=== block 1 ===
$ cat config.mk
export PLATFORM = sky130hd
export DESIGN_NAME = neuron_seq_ctrl_flat
export DESIGN_NICKNAME = d
export VERILOG_FILES = /design/src/rtl/neuron_seq_ctrl_if.sv /design/src/rtl/neuron_seq_ctrl.sv /design/src/flat_wrapper.sv
export SDC_FILE = /design/constraint.sdc
export NUM_CORES = 1
export LEC_CHECK = 0
export CAP_MARGIN = 20
export CORE_AREA = 4 4 41 43
export CTS_BUF_LIST = sky130_fd_sc_hd__clkbuf_4
export CTS_CLUSTER_SIZE = 25
export DETAILED_ROUTE_END_ITERATION = 10
export DIE_AREA = 0 0 45 47
export SKIP_CTS_REPAIR_TIMING = 1
export SLEW_MARGIN = 0
export SYNTH_ARGS = -nofsm -noshare
export SYNTH_HDL_FRONTEND = slang
export SYNTH_SLANG_ARGS = --single-unit
$ cat constraint.sdc
create_clock -name clk -period 1.85 [get_ports clk]
set_clock_uncertainty 0.15 [all_clocks]
set_input_delay 0.555 -clock clk [delete_from_list [all_inputs] [get_ports clk]]
set_output_delay 0.555 -clock clk [all_outputs]
set_load 0.005 [all_outputs]
$ cat src/rtl/neuron_seq_ctrl_if.sv
// rtl/neuron_seq_ctrl_if.sv - request/strobe bundle between a layer controller and one neuron sequencer
//
// Purpose: groups the neuron sequencer's request inputs and datapath strobes.
// Ports (signals):
//   start, hold          : request and stall from the layer controller
//   sel[IDX_W-1:0]       : operand pair index for the input/weight mux
//   ld_x, ld_w           : operand register load strobes
//   clr_acc, ld_acc      : accumulator clear / accumulate strobes
//   ld_out               : activation/output register load strobe
//   busy, done           : sequencer status
// Modports: master = layer controller side, slave = sequencer side.

interface neuron_seq_ctrl_if #(
    parameter int IDX_W = 2
);
    logic             start;
    logic             hold;
    logic [IDX_W-1:0] sel;
    logic             ld_x;
    logic             ld_w;
    logic             clr_acc;
    logic             ld_acc;
    logic             ld_out;
    logic             busy;
    logic             done;

    modport master (
        output start, hold,
        input  sel, ld_x, ld_w, clr_acc, ld_acc, ld_out, busy, done
    );

    modport slave (
        input  start, hold,
        output sel, ld_x, ld_w, clr_acc, ld_acc, ld_out, busy, done
    );
endinterface

$ cat src/rtl/neuron_seq_ctrl.sv
// rtl/neuron_seq_ctrl.sv - sequencer for one neuron's load-enabled register datapath
//
// Purpose: on start, clears the accumulator, runs N_IN load/accumulate pairs,
// strobes the output register and pulses done.
// Ports:
//   clk  : clock, rising edge
//   rst  : asynchronous active-low reset
//   bus  : neuron_seq_ctrl_if.slave (start/hold in; sel, strobes, busy, done out)

module neuron_seq_ctrl #(
    parameter int N_IN  = 4,
    parameter int IDX_W = 2
) (
    input  logic                  clk,
    input  logic                  rst,
    neuron_seq_ctrl_if.slave      bus
);

    typedef enum logic [2:0] {
        S_IDLE,
        S_CLEAR,
        S_LOAD,
        S_MAC,
        S_ACT,
        S_DONE
    } state_t;

    localparam logic [IDX_W-1:0] LAST_IDX = IDX_W'(N_IN - 1);

    state_t           state_q, state_d;
    logic [IDX_W-1:0] idx_q, idx_d;

    logic ld_x_c;
    logic ld_w_c;
    logic clr_acc_c;
    logic ld_acc_c;
    logic ld_out_c;

    always_ff @(posedge clk or negedge rst) begin
        if (!rst) begin
            state_q <= S_IDLE;
            idx_q   <= '0;
        end else begin
            state_q <= state_d;
            idx_q   <= idx_d;
        end
    end

    // Strobes depend only on the state register and hold, so reset to IDLE
    // silences every output without waiting for a clock.
    always_comb begin
        state_d   = state_q;
        idx_d     = idx_q;
        ld_x_c    = 1'b0;
        ld_w_c    = 1'b0;
        clr_acc_c = 1'b0;
        ld_acc_c  = 1'b0;
        ld_out_c  = 1'b0;
        case (state_q)
            S_IDLE: begin
                if (bus.start) begin
                    state_d = S_CLEAR;
                end
            end
            S_CLEAR: begin
                clr_acc_c = 1'b1;
                idx_d     = '0;
                state_d   = S_LOAD;
            end
            S_LOAD: begin
                if (!bus.hold) begin
                    ld_x_c  = 1'b1;
                    ld_w_c  = 1'b1;
                    state_d = S_MAC;
                end
            end
            S_MAC: begin
                if (!bus.hold) begin
                    ld_acc_c = 1'b1;
                    // idx stops at the last pair; it is only rewound by CLEAR.
                    if (idx_q == LAST_IDX) begin
                        state_d = S_ACT;
                    end else begin
                        idx_d   = idx_q + 1'b1;
                        state_d = S_LOAD;
                    end
                end
            end
            S_ACT: begin
                ld_out_c = 1'b1;
                state_d  = S_DONE;
            end
            S_DONE: begin
                state_d = S_IDLE;
            end
            default: begin
                state_d = S_IDLE;
            end
        endcase
    end

    assign bus.sel     = idx_q;
    assign bus.ld_x    = ld_x_c;
    assign bus.ld_w    = ld_w_c;
    assign bus.clr_acc = clr_acc_c;
    assign bus.ld_acc  = ld_acc_c;
    assign bus.ld_out  = ld_out_c;
    assign bus.busy    = (state_q != S_IDLE);
    assign bus.done    = (state_q == S_DONE);

endmodule

$ cat src/flat_wrapper.sv
// flat-port wrapper written by rule: the top's interface ports become plain ports
module neuron_seq_ctrl_flat 
#(
    parameter int N_IN  = 4,
    parameter int IDX_W = 2
)
  (clk, rst, bus_start, bus_hold, bus_sel, bus_ld_x, bus_ld_w, bus_clr_acc, bus_ld_acc, bus_ld_out, bus_busy, bus_done);
  neuron_seq_ctrl_if #(.IDX_W(IDX_W)) bus_i ();
  input  logic clk;
  input  logic rst;
  input wire logic [$bits(bus_i.start)-1:0] bus_start;
  input wire logic [$bits(bus_i.hold)-1:0] bus_hold;
  output wire logic [$bits(bus_i.sel)-1:0] bus_sel;
  output wire logic [$bits(bus_i.ld_x)-1:0] bus_ld_x;
  output wire logic [$bits(bus_i.ld_w)-1:0] bus_ld_w;
  output wire logic [$bits(bus_i.clr_acc)-1:0] bus_clr_acc;
  output wire logic [$bits(bus_i.ld_acc)-1:0] bus_ld_acc;
  output wire logic [$bits(bus_i.ld_out)-1:0] bus_ld_out;
  output wire logic [$bits(bus_i.busy)-1:0] bus_busy;
  output wire logic [$bits(bus_i.done)-1:0] bus_done;
  assign bus_i.start = bus_start;
  assign bus_i.hold = bus_hold;
  assign bus_sel = bus_i.sel;
  assign bus_ld_x = bus_i.ld_x;
  assign bus_ld_w = bus_i.ld_w;
  assign bus_clr_acc = bus_i.clr_acc;
  assign bus_ld_acc = bus_i.ld_acc;
  assign bus_ld_out = bus_i.ld_out;
  assign bus_busy = bus_i.busy;
  assign bus_done = bus_i.done;
  neuron_seq_ctrl #(.N_IN(N_IN), .IDX_W(IDX_W)) u_core (.clk(clk), .rst(rst), .bus(bus_i));
endmodule
=== block 2 ===
--- src/rtl/mips8_ctrl_pkg.sv ---
// Shared encodings for the 8-bit multicycle processor control unit:
// state codes, opcodes, ALU/mux select constants and the control bundle.
package mips8_ctrl_pkg;

  typedef enum logic [3:0] {
    S_FETCH  = 4'd0,
    S_DECODE = 4'd1,
    S_MEMADR = 4'd2,
    S_MEMRD  = 4'd3,
    S_MEMWB  = 4'd4,
    S_MEMWR  = 4'd5,
    S_EXEC   = 4'd6,
    S_ALUWB  = 4'd7,
    S_ADDIEX = 4'd8,
    S_ADDIWB = 4'd9,
    S_BRANCH = 4'd10,
    S_JUMP   = 4'd11
  } state_t;

  localparam logic [5:0] OP_RTYPE = 6'b000000;
  localparam logic [5:0] OP_LW    = 6'b100011;
  localparam logic [5:0] OP_SW    = 6'b101011;
  localparam logic [5:0] OP_ADDI  = 6'b001000;
  localparam logic [5:0] OP_BEQ   = 6'b000100;
  localparam logic [5:0] OP_J     = 6'b000010;

  localparam logic [1:0] ALUOP_ADD   = 2'b00;
  localparam logic [1:0] ALUOP_SUB   = 2'b01;
  localparam logic [1:0] ALUOP_FUNCT = 2'b10;

  localparam logic [1:0] SRCB_REG  = 2'b00;
  localparam logic [1:0] SRCB_ONE  = 2'b01;
  localparam logic [1:0] SRCB_IMM  = 2'b10;
  localparam logic [1:0] SRCB_BOFF = 2'b11;

  localparam logic [1:0] PCSRC_ALU    = 2'b00;
  localparam logic [1:0] PCSRC_ALUOUT = 2'b01;
  localparam logic [1:0] PCSRC_JUMP   = 2'b10;

  typedef struct packed {
    logic       mem_req;
    logic       iord;
    logic       mem_read;
    logic       mem_write;
    logic       ir_write;
    logic       reg_dst;
    logic       mem_to_reg;
    logic       reg_write;
    logic       alu_src_a;
    logic [1:0] alu_src_b;
    logic [1:0] alu_op;
    logic [1:0] pc_source;
    logic       pc_write;
    logic       pc_write_cond;
    logic       illegal_op;
  } ctrl_t;

  function automatic logic is_known_op(input logic [5:0] op);
    return (op == OP_RTYPE) || (op == OP_LW) || (op == OP_SW) ||
           (op == OP_ADDI) || (op == OP_BEQ) || (op == OP_J);
  endfunction

endpackage

--- src/rtl/multicycle_ctrl_decode.sv ---
// Combinational state-to-control decoder; Moore outputs except the
// fetch-time IR/PC loads, which follow mem_ready.
module multicycle_ctrl_decode
  import mips8_ctrl_pkg::*;
(
  input  state_t     state,
  input  logic [5:0] opcode,
  input  logic       mem_ready,
  output ctrl_t      ctrl
);

  always_comb begin
    ctrl = '0;
    case (state)
      S_FETCH: begin
        ctrl.mem_req   = 1'b1;
        ctrl.mem_read  = 1'b1;
        ctrl.alu_src_b = SRCB_ONE;
        ctrl.ir_write  = mem_ready;
        ctrl.pc_write  = mem_ready;
      end
      S_DECODE: begin
        ctrl.alu_src_b  = SRCB_BOFF;
        ctrl.illegal_op = !is_known_op(opcode);
      end
      S_MEMADR, S_ADDIEX: begin
        ctrl.alu_src_a = 1'b1;
        ctrl.alu_src_b = SRCB_IMM;
        ctrl.alu_op    = ALUOP_ADD;
      end
      S_MEMRD: begin
        ctrl.mem_req  = 1'b1;
        ctrl.mem_read = 1'b1;
        ctrl.iord     = 1'b1;
      end
      S_MEMWB: begin
        ctrl.reg_write  = 1'b1;
        ctrl.mem_to_reg = 1'b1;
      end
      S_MEMWR: begin
        ctrl.mem_req   = 1'b1;
        ctrl.mem_write = 1'b1;
        ctrl.iord      = 1'b1;
      end
      S_EXEC: begin
        ctrl.alu_src_a = 1'b1;
        ctrl.alu_src_b = SRCB_REG;
        ctrl.alu_op    = ALUOP_FUNCT;
      end
      S_ALUWB: begin
        ctrl.reg_write = 1'b1;
        ctrl.reg_dst   = 1'b1;
      end
      S_ADDIWB: ctrl.reg_write = 1'b1;
      S_BRANCH: begin
        ctrl.alu_src_a     = 1'b1;
        ctrl.alu_src_b     = SRCB_REG;
        ctrl.alu_op        = ALUOP_SUB;
        ctrl.pc_write_cond = 1'b1;
        ctrl.pc_source     = PCSRC_ALUOUT;
      end
      S_JUMP: begin
        ctrl.pc_write  = 1'b1;
        ctrl.pc_source = PCSRC_JUMP;
      end
      default: ctrl = '0;
    endcase
  end

endmodule

--- src/rtl/multicycle_control.sv ---
// Main control FSM of the multicycle processor: state register, opcode
// latch and next-state logic; output decode lives in multicycle_ctrl_decode.
module multicycle_control
  import mips8_ctrl_pkg::*;
(
  input  logic       clk,
  input  logic       rst_n,
  input  logic [5:0] opcode,
  input  logic       mem_ready,
  output logic       mem_req,
  output logic       IorD,
  output logic       MemRead,
  output logic       MemWrite,
  output logic       IRWrite,
  output logic       RegDst,
  output logic       MemtoReg,
  output logic       RegWrite,
  output logic       ALUSrcA,
  output logic [1:0] ALUSrcB,
  output logic [1:0] ALUOp,
  output logic [1:0] PCSource,
  output logic       PCWrite,
  output logic       PCWriteCond,
  output logic       illegal_op,
  output logic [3:0] state_dbg
);

  state_t     state;
  state_t     state_n;
  logic [5:0] op_q;
  ctrl_t      ctrl;
  ctrl_t      ctrl_g;

  always_ff @(posedge clk or negedge rst_n) begin
    if (!rst_n) begin
      state <= S_FETCH;
      op_q  <= OP_RTYPE;
    end else begin
      state <= state_n;
      if (state == S_DECODE) op_q <= opcode;
    end
  end

  always_comb begin
    state_n = state;
    case (state)
      S_FETCH:  if (mem_ready) state_n = S_DECODE;
      S_DECODE: begin
        case (opcode)
          OP_RTYPE:     state_n = S_EXEC;
          OP_LW, OP_SW: state_n = S_MEMADR;
          OP_ADDI:      state_n = S_ADDIEX;
          OP_BEQ:       state_n = S_BRANCH;
          OP_J:         state_n = S_JUMP;
          default:      state_n = S_FETCH;
        endcase
      end
      S_MEMADR: state_n = (op_q == OP_LW) ? S_MEMRD : S_MEMWR;
      S_MEMRD:  if (mem_ready) state_n = S_MEMWB;
      S_MEMWR:  if (mem_ready) state_n = S_FETCH;
      S_EXEC:   state_n = S_ALUWB;
      S_ADDIEX: state_n = S_ADDIWB;
      default:  state_n = S_FETCH;
    endcase
  end

  multicycle_ctrl_decode u_decode (
    .state     (state),
    .opcode    (opcode),
    .mem_ready (mem_ready),
    .ctrl      (ctrl)
  );

  // Reset masks the FETCH decode so nothing (mem_req included) leaks out while rst_n is low.
  assign ctrl_g = rst_n ? ctrl : '0;

  assign mem_req     = ctrl_g.mem_req;
  assign IorD        = ctrl_g.iord;
  assign MemRead     = ctrl_g.mem_read;
  assign MemWrite    = ctrl_g.mem_write;
  assign IRWrite     = ctrl_g.ir_write;
  assign RegDst      = ctrl_g.reg_dst;
  assign MemtoReg    = ctrl_g.mem_to_reg;
  assign RegWrite    = ctrl_g.reg_write;
  assign ALUSrcA     = ctrl_g.alu_src_a;
  assign ALUSrcB     = ctrl_g.alu_src_b;
  assign ALUOp       = ctrl_g.alu_op;
  assign PCSource    = ctrl_g.pc_source;
  assign PCWrite     = ctrl_g.pc_write;
  assign PCWriteCond = ctrl_g.pc_write_cond;
  assign illegal_op  = ctrl_g.illegal_op;
  assign state_dbg   = state;

endmodule

--- config.mk ---
export PLATFORM = sky130hd
export DESIGN_NAME = multicycle_control
export DESIGN_NICKNAME = d
export VERILOG_FILES = /design/src/rtl/mips8_ctrl_pkg.sv /design/src/rtl/multicycle_ctrl_decode.sv /design/src/rtl/multicycle_control.sv
export SDC_FILE = /design/constraint.sdc
export NUM_CORES = 1
export LEC_CHECK = 0
export ABC_AREA = 1
export ABC_CLOCK_PERIOD_IN_PS = 1800
export CORE_AREA = 2 2 51 53
export DETAILED_ROUTE_END_ITERATION = 12
export DIE_AREA = 0 0 53 55
export PLACE_DENSITY_LB_ADDON = 0.25
export SYNTH_ARGS = -nofsm -noshare
export SYNTH_HDL_FRONTEND = slang
export SYNTH_HIERARCHICAL = 1
export SYNTH_SLANG_ARGS = --single-unit
--- constraint.sdc ---
create_clock -name clk -period 1.8 [get_ports clk]
set_clock_uncertainty 0.05 [all_clocks]
set_input_delay 0.45 -clock clk [delete_from_list [all_inputs] [get_ports clk]]
set_output_delay 0.45 -clock clk [all_outputs]
set_load 0.01 [all_outputs]
=== block 3 ===
[src/rtl/aes_encrypt_ctrl.sv]
// -----------------------------------------------------------------------------
// aes_encrypt_ctrl
//
// Purpose
//   Round sequencer for an iterative AES block encryption core. It steps the
//   datapath through the initial AddRoundKey (INIT), the Nr-1 full rounds
//   (ROUND), and the final round without MixColumns (FINAL). It then holds the
//   result valid (DONE) until the consumer acknowledges it.
//
// Configuration macro
//   AES_KEYLEN_SEL_EN  defined   : Nr is taken from KeyLen when Start is
//                                  accepted (00->10, 01->12, 10/11->14).
//                      undefined : KeyLen is ignored and Nr is fixed at 14
//                                  (AES-256 only).
//
// Parameters
//   NR_MAX       maximum round count. Round and the latched Nr never exceed it.
//
// Ports
//   Clk          in   single clock. All state changes on its rising edge.
//   Rst          in   synchronous, active-high reset.
//   Start        in   begin one block. Accepted when Start & Ready.
//   KeyLen[1:0]  in   key size select. Sampled only when Start is accepted.
//   Ack          in   consumer acknowledge of Done. Only observed in DONE.
//   Abort        in   cancel the current operation. Returns to IDLE.
//   Ready        out  high only in IDLE.
//   Busy         out  high in INIT, ROUND and FINAL.
//   Round[3:0]   out  current round index for the datapath and key schedule.
//   Load_State   out  datapath loads plaintext. High only in INIT.
//   Sel_Initial  out  datapath performs AddRoundKey only. High only in INIT.
//   Skip_MixCol  out  datapath bypasses MixColumns. High only in FINAL.
//   Key_En       out  key-schedule advance strobe. High in INIT/ROUND/FINAL.
//   Done         out  ciphertext valid. Held in DONE until Ack.
// -----------------------------------------------------------------------------
module aes_encrypt_ctrl #(
    parameter int NR_MAX = 14
) (
    input  logic       Clk,
    input  logic       Rst,
    input  logic       Start,
    input  logic [1:0] KeyLen,
    input  logic       Ack,
    input  logic       Abort,
    output logic       Ready,
    output logic       Busy,
    output logic [3:0] Round,
    output logic       Load_State,
    output logic       Sel_Initial,
    output logic       Skip_MixCol,
    output logic       Key_En,
    output logic       Done
);

    typedef enum logic [2:0] {
        S_IDLE  = 3'd0,
        S_INIT  = 3'd1,
        S_ROUND = 3'd2,
        S_FINAL = 3'd3,
        S_DONE  = 3'd4
    } state_t;

    localparam logic [3:0] NR_CAP = 4'(NR_MAX);

    // Clamp a round count so that neither Nr nor Round can pass NR_MAX.
    function automatic logic [3:0] sat_nr(input logic [3:0] nr);
        return (nr > NR_CAP) ? NR_CAP : nr;
    endfunction

    localparam logic [3:0] NR_RST = (4'd14 > NR_CAP) ? NR_CAP : 4'd14;

    state_t     state_q, state_d;
    logic [3:0] round_q, round_d;
    logic [3:0] nr_q, nr_d;
    logic [3:0] nr_sel;
    logic       nr_ok;

`ifdef AES_KEYLEN_SEL_EN
    always_comb begin
        case (KeyLen)
            2'b00:   nr_sel = sat_nr(4'd10);
            2'b01:   nr_sel = sat_nr(4'd12);
            default: nr_sel = sat_nr(4'd14);
        endcase
    end
`else
    // KeyLen stays on the port for drop-in compatibility but has no effect.
    logic unused_keylen;
    assign unused_keylen = ^KeyLen;
    assign nr_sel        = sat_nr(4'd14);
`endif

    // Next-state logic. Any combination of state, Round and Nr that the
    // normal sequence cannot produce falls back to IDLE with Round=0.
    always_comb begin
        state_d = state_q;
        round_d = round_q;
        nr_d    = nr_q;
        // A latched Nr below 2 would leave no full rounds and break the
        // Nr-1 comparison, so it is treated as corrupt.
        nr_ok   = (nr_q >= 4'd2) && (nr_q <= NR_CAP);

        case (state_q)
            S_IDLE: begin
                round_d = 4'd0;
                // Abort outranks Start, so a simultaneous pair is not accepted.
                if (Start && !Abort) begin
                    state_d = S_INIT;
                    nr_d    = nr_sel;
                end
            end

            S_INIT: begin
                if (Abort || !nr_ok || (round_q != 4'd0)) begin
                    state_d = S_IDLE;
                    round_d = 4'd0;
                end else begin
                    state_d = S_ROUND;
                    round_d = 4'd1;
                end
            end

            S_ROUND: begin
                if (Abort || !nr_ok || (round_q == 4'd0) || (round_q >= nr_q)) begin
                    state_d = S_IDLE;
                    round_d = 4'd0;
                end else if (round_q == 4'(nr_q - 4'd1)) begin
                    state_d = S_FINAL;
                    round_d = nr_q;
                end else begin
                    round_d = round_q + 4'd1;
                end
            end

            S_FINAL: begin
                if (Abort || !nr_ok || (round_q != nr_q)) begin
                    state_d = S_IDLE;
                    round_d = 4'd0;
                end else begin
                    state_d = S_DONE;
                end
            end

            S_DONE: begin
                // Abort and Ack both lead to IDLE. Abort is listed first
                // because it has the higher priority.
                if (Abort || Ack || !nr_ok || (round_q != nr_q)) begin
                    state_d = S_IDLE;
                    round_d = 4'd0;
                end
            end

            default: begin
                state_d = S_IDLE;
                round_d = 4'd0;
            end
        endcase
    end

    // State register. The outputs are registered from the next state, so
    // each one matches a plain decode of the current state with no
    // combinational path from the inputs.
    always_ff @(posedge Clk) begin
        if (Rst) begin
            state_q     <= S_IDLE;
            round_q     <= 4'd0;
            nr_q        <= NR_RST;
            Ready       <= 1'b1;
            Busy        <= 1'b0;
            Load_State  <= 1'b0;
            Sel_Initial <= 1'b0;
            Skip_MixCol <= 1'b0;
            Key_En      <= 1'b0;
            Done        <= 1'b0;
        end else begin
            state_q     <= state_d;
            round_q     <= round_d;
            nr_q        <= nr_d;
            Ready       <= (state_d == S_IDLE);
            Busy        <= (state_d == S_INIT) || (state_d == S_ROUND) || (state_d == S_FINAL);
            Load_State  <= (state_d == S_INIT);
            Sel_Initial <= (state_d == S_INIT);
            Skip_MixCol <= (state_d == S_FINAL);
            Key_En      <= (state_d == S_INIT) || (state_d == S_ROUND) || (state_d == S_FINAL);
            Done        <= (state_d == S_DONE);
        end
    end

    assign Round = round_q;

endmodule

[config.mk]
export PLATFORM = sky130hd
export DESIGN_NAME = aes_encrypt_ctrl
export DESIGN_NICKNAME = d
export VERILOG_FILES = /design/src/rtl/aes_encrypt_ctrl.sv
export SDC_FILE = /design/constraint.sdc
export NUM_CORES = 1
export LEC_CHECK = 0
export CORE_AREA = 2 2 39 41
export CTS_BUF_LIST = sky130_fd_sc_hd__clkbuf_4 sky130_fd_sc_hd__clkbuf_8
export CTS_CLUSTER_DIAMETER = 30
export DETAILED_ROUTE_END_ITERATION = 6
export DIE_AREA = 0 0 41 43
export HOLD_SLACK_MARGIN = 0.12
export PLACE_DENSITY = 0.79
export SLEW_MARGIN = 25
export SYNTH_ARGS = -nofsm -noshare
export SYNTH_HDL_FRONTEND = slang
export SYNTH_SLANG_ARGS = --single-unit
[constraint.sdc]
create_clock -name Clk -period 4.95 [get_ports Clk]
set_clock_uncertainty 0.15 [all_clocks]
set_input_delay 0.99 -clock Clk [delete_from_list [all_inputs] [get_ports Clk]]
set_output_delay 0.99 -clock Clk [all_outputs]
set_load 0.01 [all_outputs]
Fig. 1: block 3, met1 routing
Supply wires on this layer in grey.
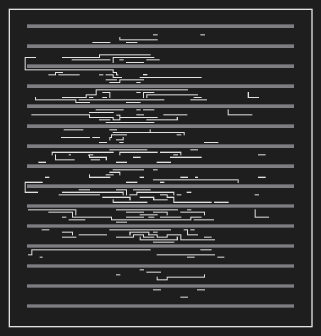
65 nets have wire on it. The wires run mostly horizontal. The layer carries 487 um of wire. The longest straight run is 16.1 um.

==> run summary, block 3 <==
run results: crit path cell chain=clkdlybuf4s50_1 -> nor3_1 -> nand4_1 -> a31o_2 -> a211oi_1, post-route cell area=757.0 um2, outcome=finished clean, CP Buf/Inv Count=1, combinational share of power=7.8%, Layout Nets=87, Top cells excl fill/tap=15 x clkdlybuf4s50_1, 12 x dfxtp_1, 5 x nor2_1, hold depth=2, Mapped Cells=59, Hold Path End=Skip_MixCol$_SDFF_PP0_, Commonest flop=dfxtp_1, Adder Share, Synth=8.791%, Cells after DPL=87, yosys aoi share=15.38%, Reg2Reg Capture Point=Round[2]$_SDFFE_PP0P_, ys cells=59, syn_nets=70, maximum clock rate=385.2 MHz, setup violators final=0, Flop+latch power=0.0996 mW, Yosys top cell by area=dfxtp_1, worst setup margin=2354 ps, vias post-DR=493, Post-synth ARST share=0%, CTS tree=built, Total GRT Usage=15.35%, DR WL/cell=12.14 um, Cell Int Power=0.1521 mW, Final Slew Violations=0, mux share=0%, Area leader share=42.20%, Post-synth top cells=12 x dfxtp_1, 5 x nor2_1, 4 x ha_1, 4 x inv_1, 4 x nor3_1, Top pwr grp=registers, drt total wl=1105 um, period utilization=52.44%
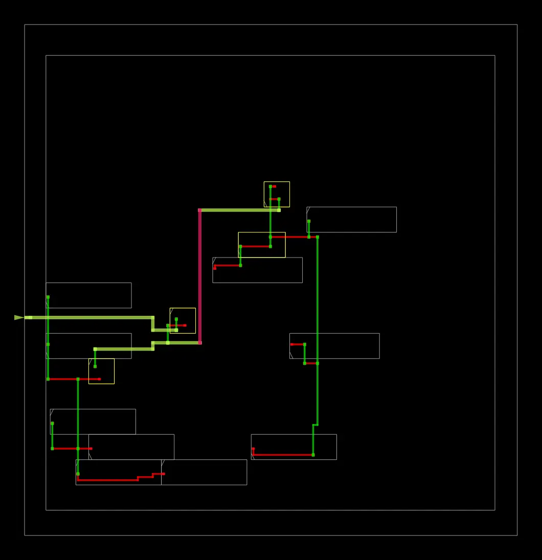
Fig. 2. The clock network (block 2).
TritonCTS Buffers: 3
CLK BUF: 4
Clk. pwr: 0.212 mW
clk latency of the worst-skew pair: 280 ps
Clock Sinks: 10

==> run summary, block 2 <==
run results: post-synthesis simple-gate area fraction=46.60%, worst setup margin=-201.0 ps, worst hold path class=in2async, Synth Cell Area=1012 um2, DRT antenna net count=0, largest net degree at the start of global routing=13, diodes inserted=0, Yosys top cell by area=dfrtp_1, outcome=finished with violations, dominant logic cell type in the layout=nand2_1, Area leader share=24.72%, kind of critical path=reg2out, PortBufs=30, min cycle time layout=2001 ps, setup violators final=17, crit path cell chain=buf_6 -> nor2_4 -> buf_6 -> a22oi_2 -> nand2_1 -> nand2_1 -> inv_1 -> buf_2, max_cap viols=0, Flop Count=10, stages on the worst setup path=8, gpl congestion=0.8446, Hold-fix buffers, CTS=0, Clock transition at path regs=80 ps, First DRT Iteration DRCs=39, met3 wire len=238 um, Cells after DPL=253, DR WL/cell=12.59 um, failing checks=negative setup slack, worst r2r src=state_dbg[3]$_DFFE_PN0P_, crit-path max FO=3
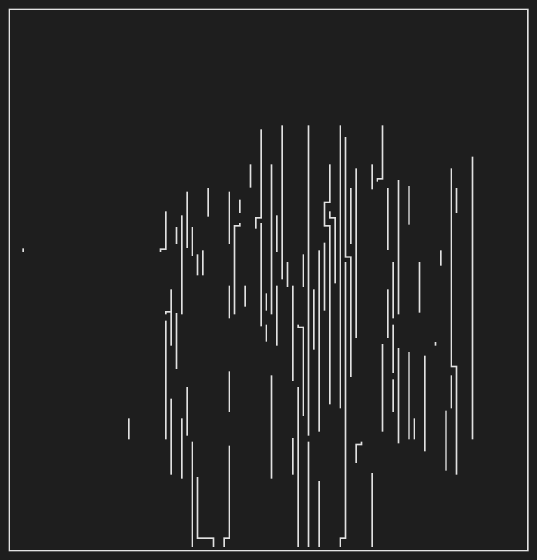
Fig. 3. The metal 2 layer (block 1).
60 nets have wire on it. The layer carries 553 um of wire. The wires run mostly vertical. The layer holds 51% of the routed length.

==> run summary, block 1 <==
run results: outcome=finished with violations, failing checks=negative setup slack, Final Slew Violations=0, Synth logic family=simple AND/OR/NAND/NOR gates, setup violators final=4, Flop+latch power=0.224 mW, die area=2115 um2, FILL cells=130, pre-CTS setup slack=-730.1 ps, post-synthesis simple-gate area fraction=39.70%, CP startpoint=u_core.state_q[0]$_DFFE_PN0P_, Clock Sinks=5, Slew @ Worst Pin=271.5 ps, inverter count=0, Clock Tree Buf Depth=2, Core Util at FP=25.67%, peak supply drop=486.0 uV, Max-area cell class=buffers, crit path DAT=1290 ps, Cell Type Count=21, CP peak stage delay=420 ps, number of enable flip-flop cells=0, kind of critical path=reg2out, Mapped Cells=34, CLK BUF=4, diodes inserted=0, dominant logic cell type in the layout=buf_4, CP Buf/Inv Count=4, Flop Count=5, worst hold path class=in2async, Top cells excl fill/tap=12 x buf_4, 5 x buf_6, Slew headroom=81.87%, Critical Path Slowest Stage Cell=dfrtp_2, num rows=13, Data buffer area share=39.49%, maximum clock rate=502.3 MHz, Post-synth top cells=5 x dfrtp_1, 4 x nand2_1, 3 x buf_4, clk latency of the worst-skew pair=240 ps, Pwr Total=0.9882 mW, Layout Nets=70, GR Layer Usage met3=3.448%, Seq/Total Area, Yosys=37.45%, Yosys top cell by area=dfrtp_1, top layer reached by signal wires=met3, unrepaired setup endpoints after global routing=yes, tapcell count=15, worst setup margin=-140.7 ps, crit-path max FO=4


==> layout pictures side by side <==
Wiring heat map.
Plate I
The bar under the picture is 10 um long. The die is cut into 8 by 9 equal tiles; dark purple is low, yellow is high, scaled to the fullest tile. Values are wire area over tile area, all layers added.
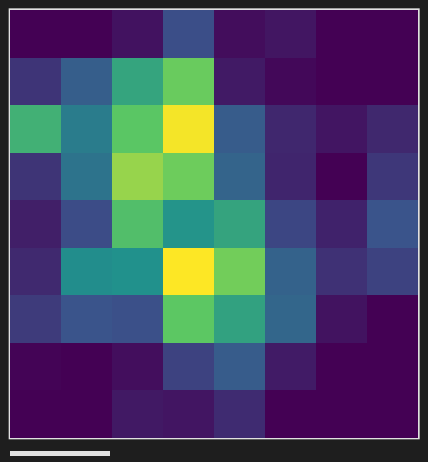
Plate II
The bar under the picture is 20 um long. The die is cut into 11 by 11 equal tiles; dark purple is low, yellow is high, scaled to the fullest tile. Values are wire area over tile area, all layers added.
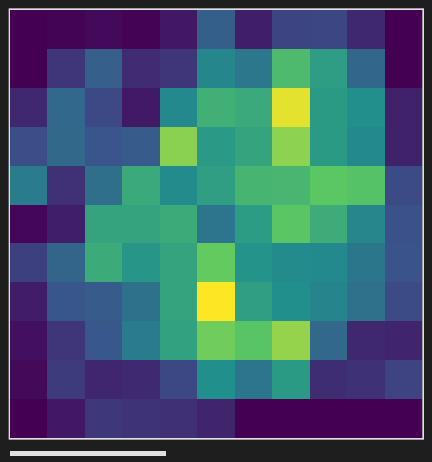
Plate III
The bar under the picture is 10 um long. The die is cut into 9 by 9 equal tiles; dark purple is low, yellow is high, scaled to the fullest tile. Values are wire area over tile area, all layers added.
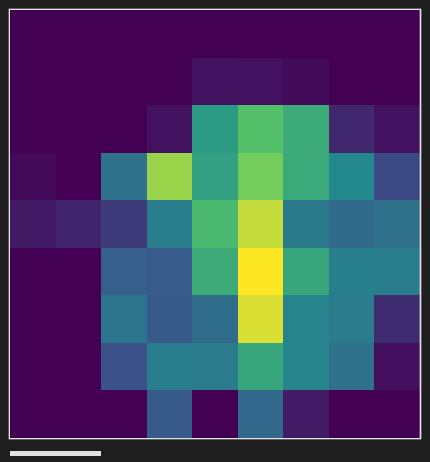
- smallest die: Plate I
Plate III is block 1.
Plate I is block 3.
Plate II is block 2.

Power is estimated from default activity; no workload was simulated.
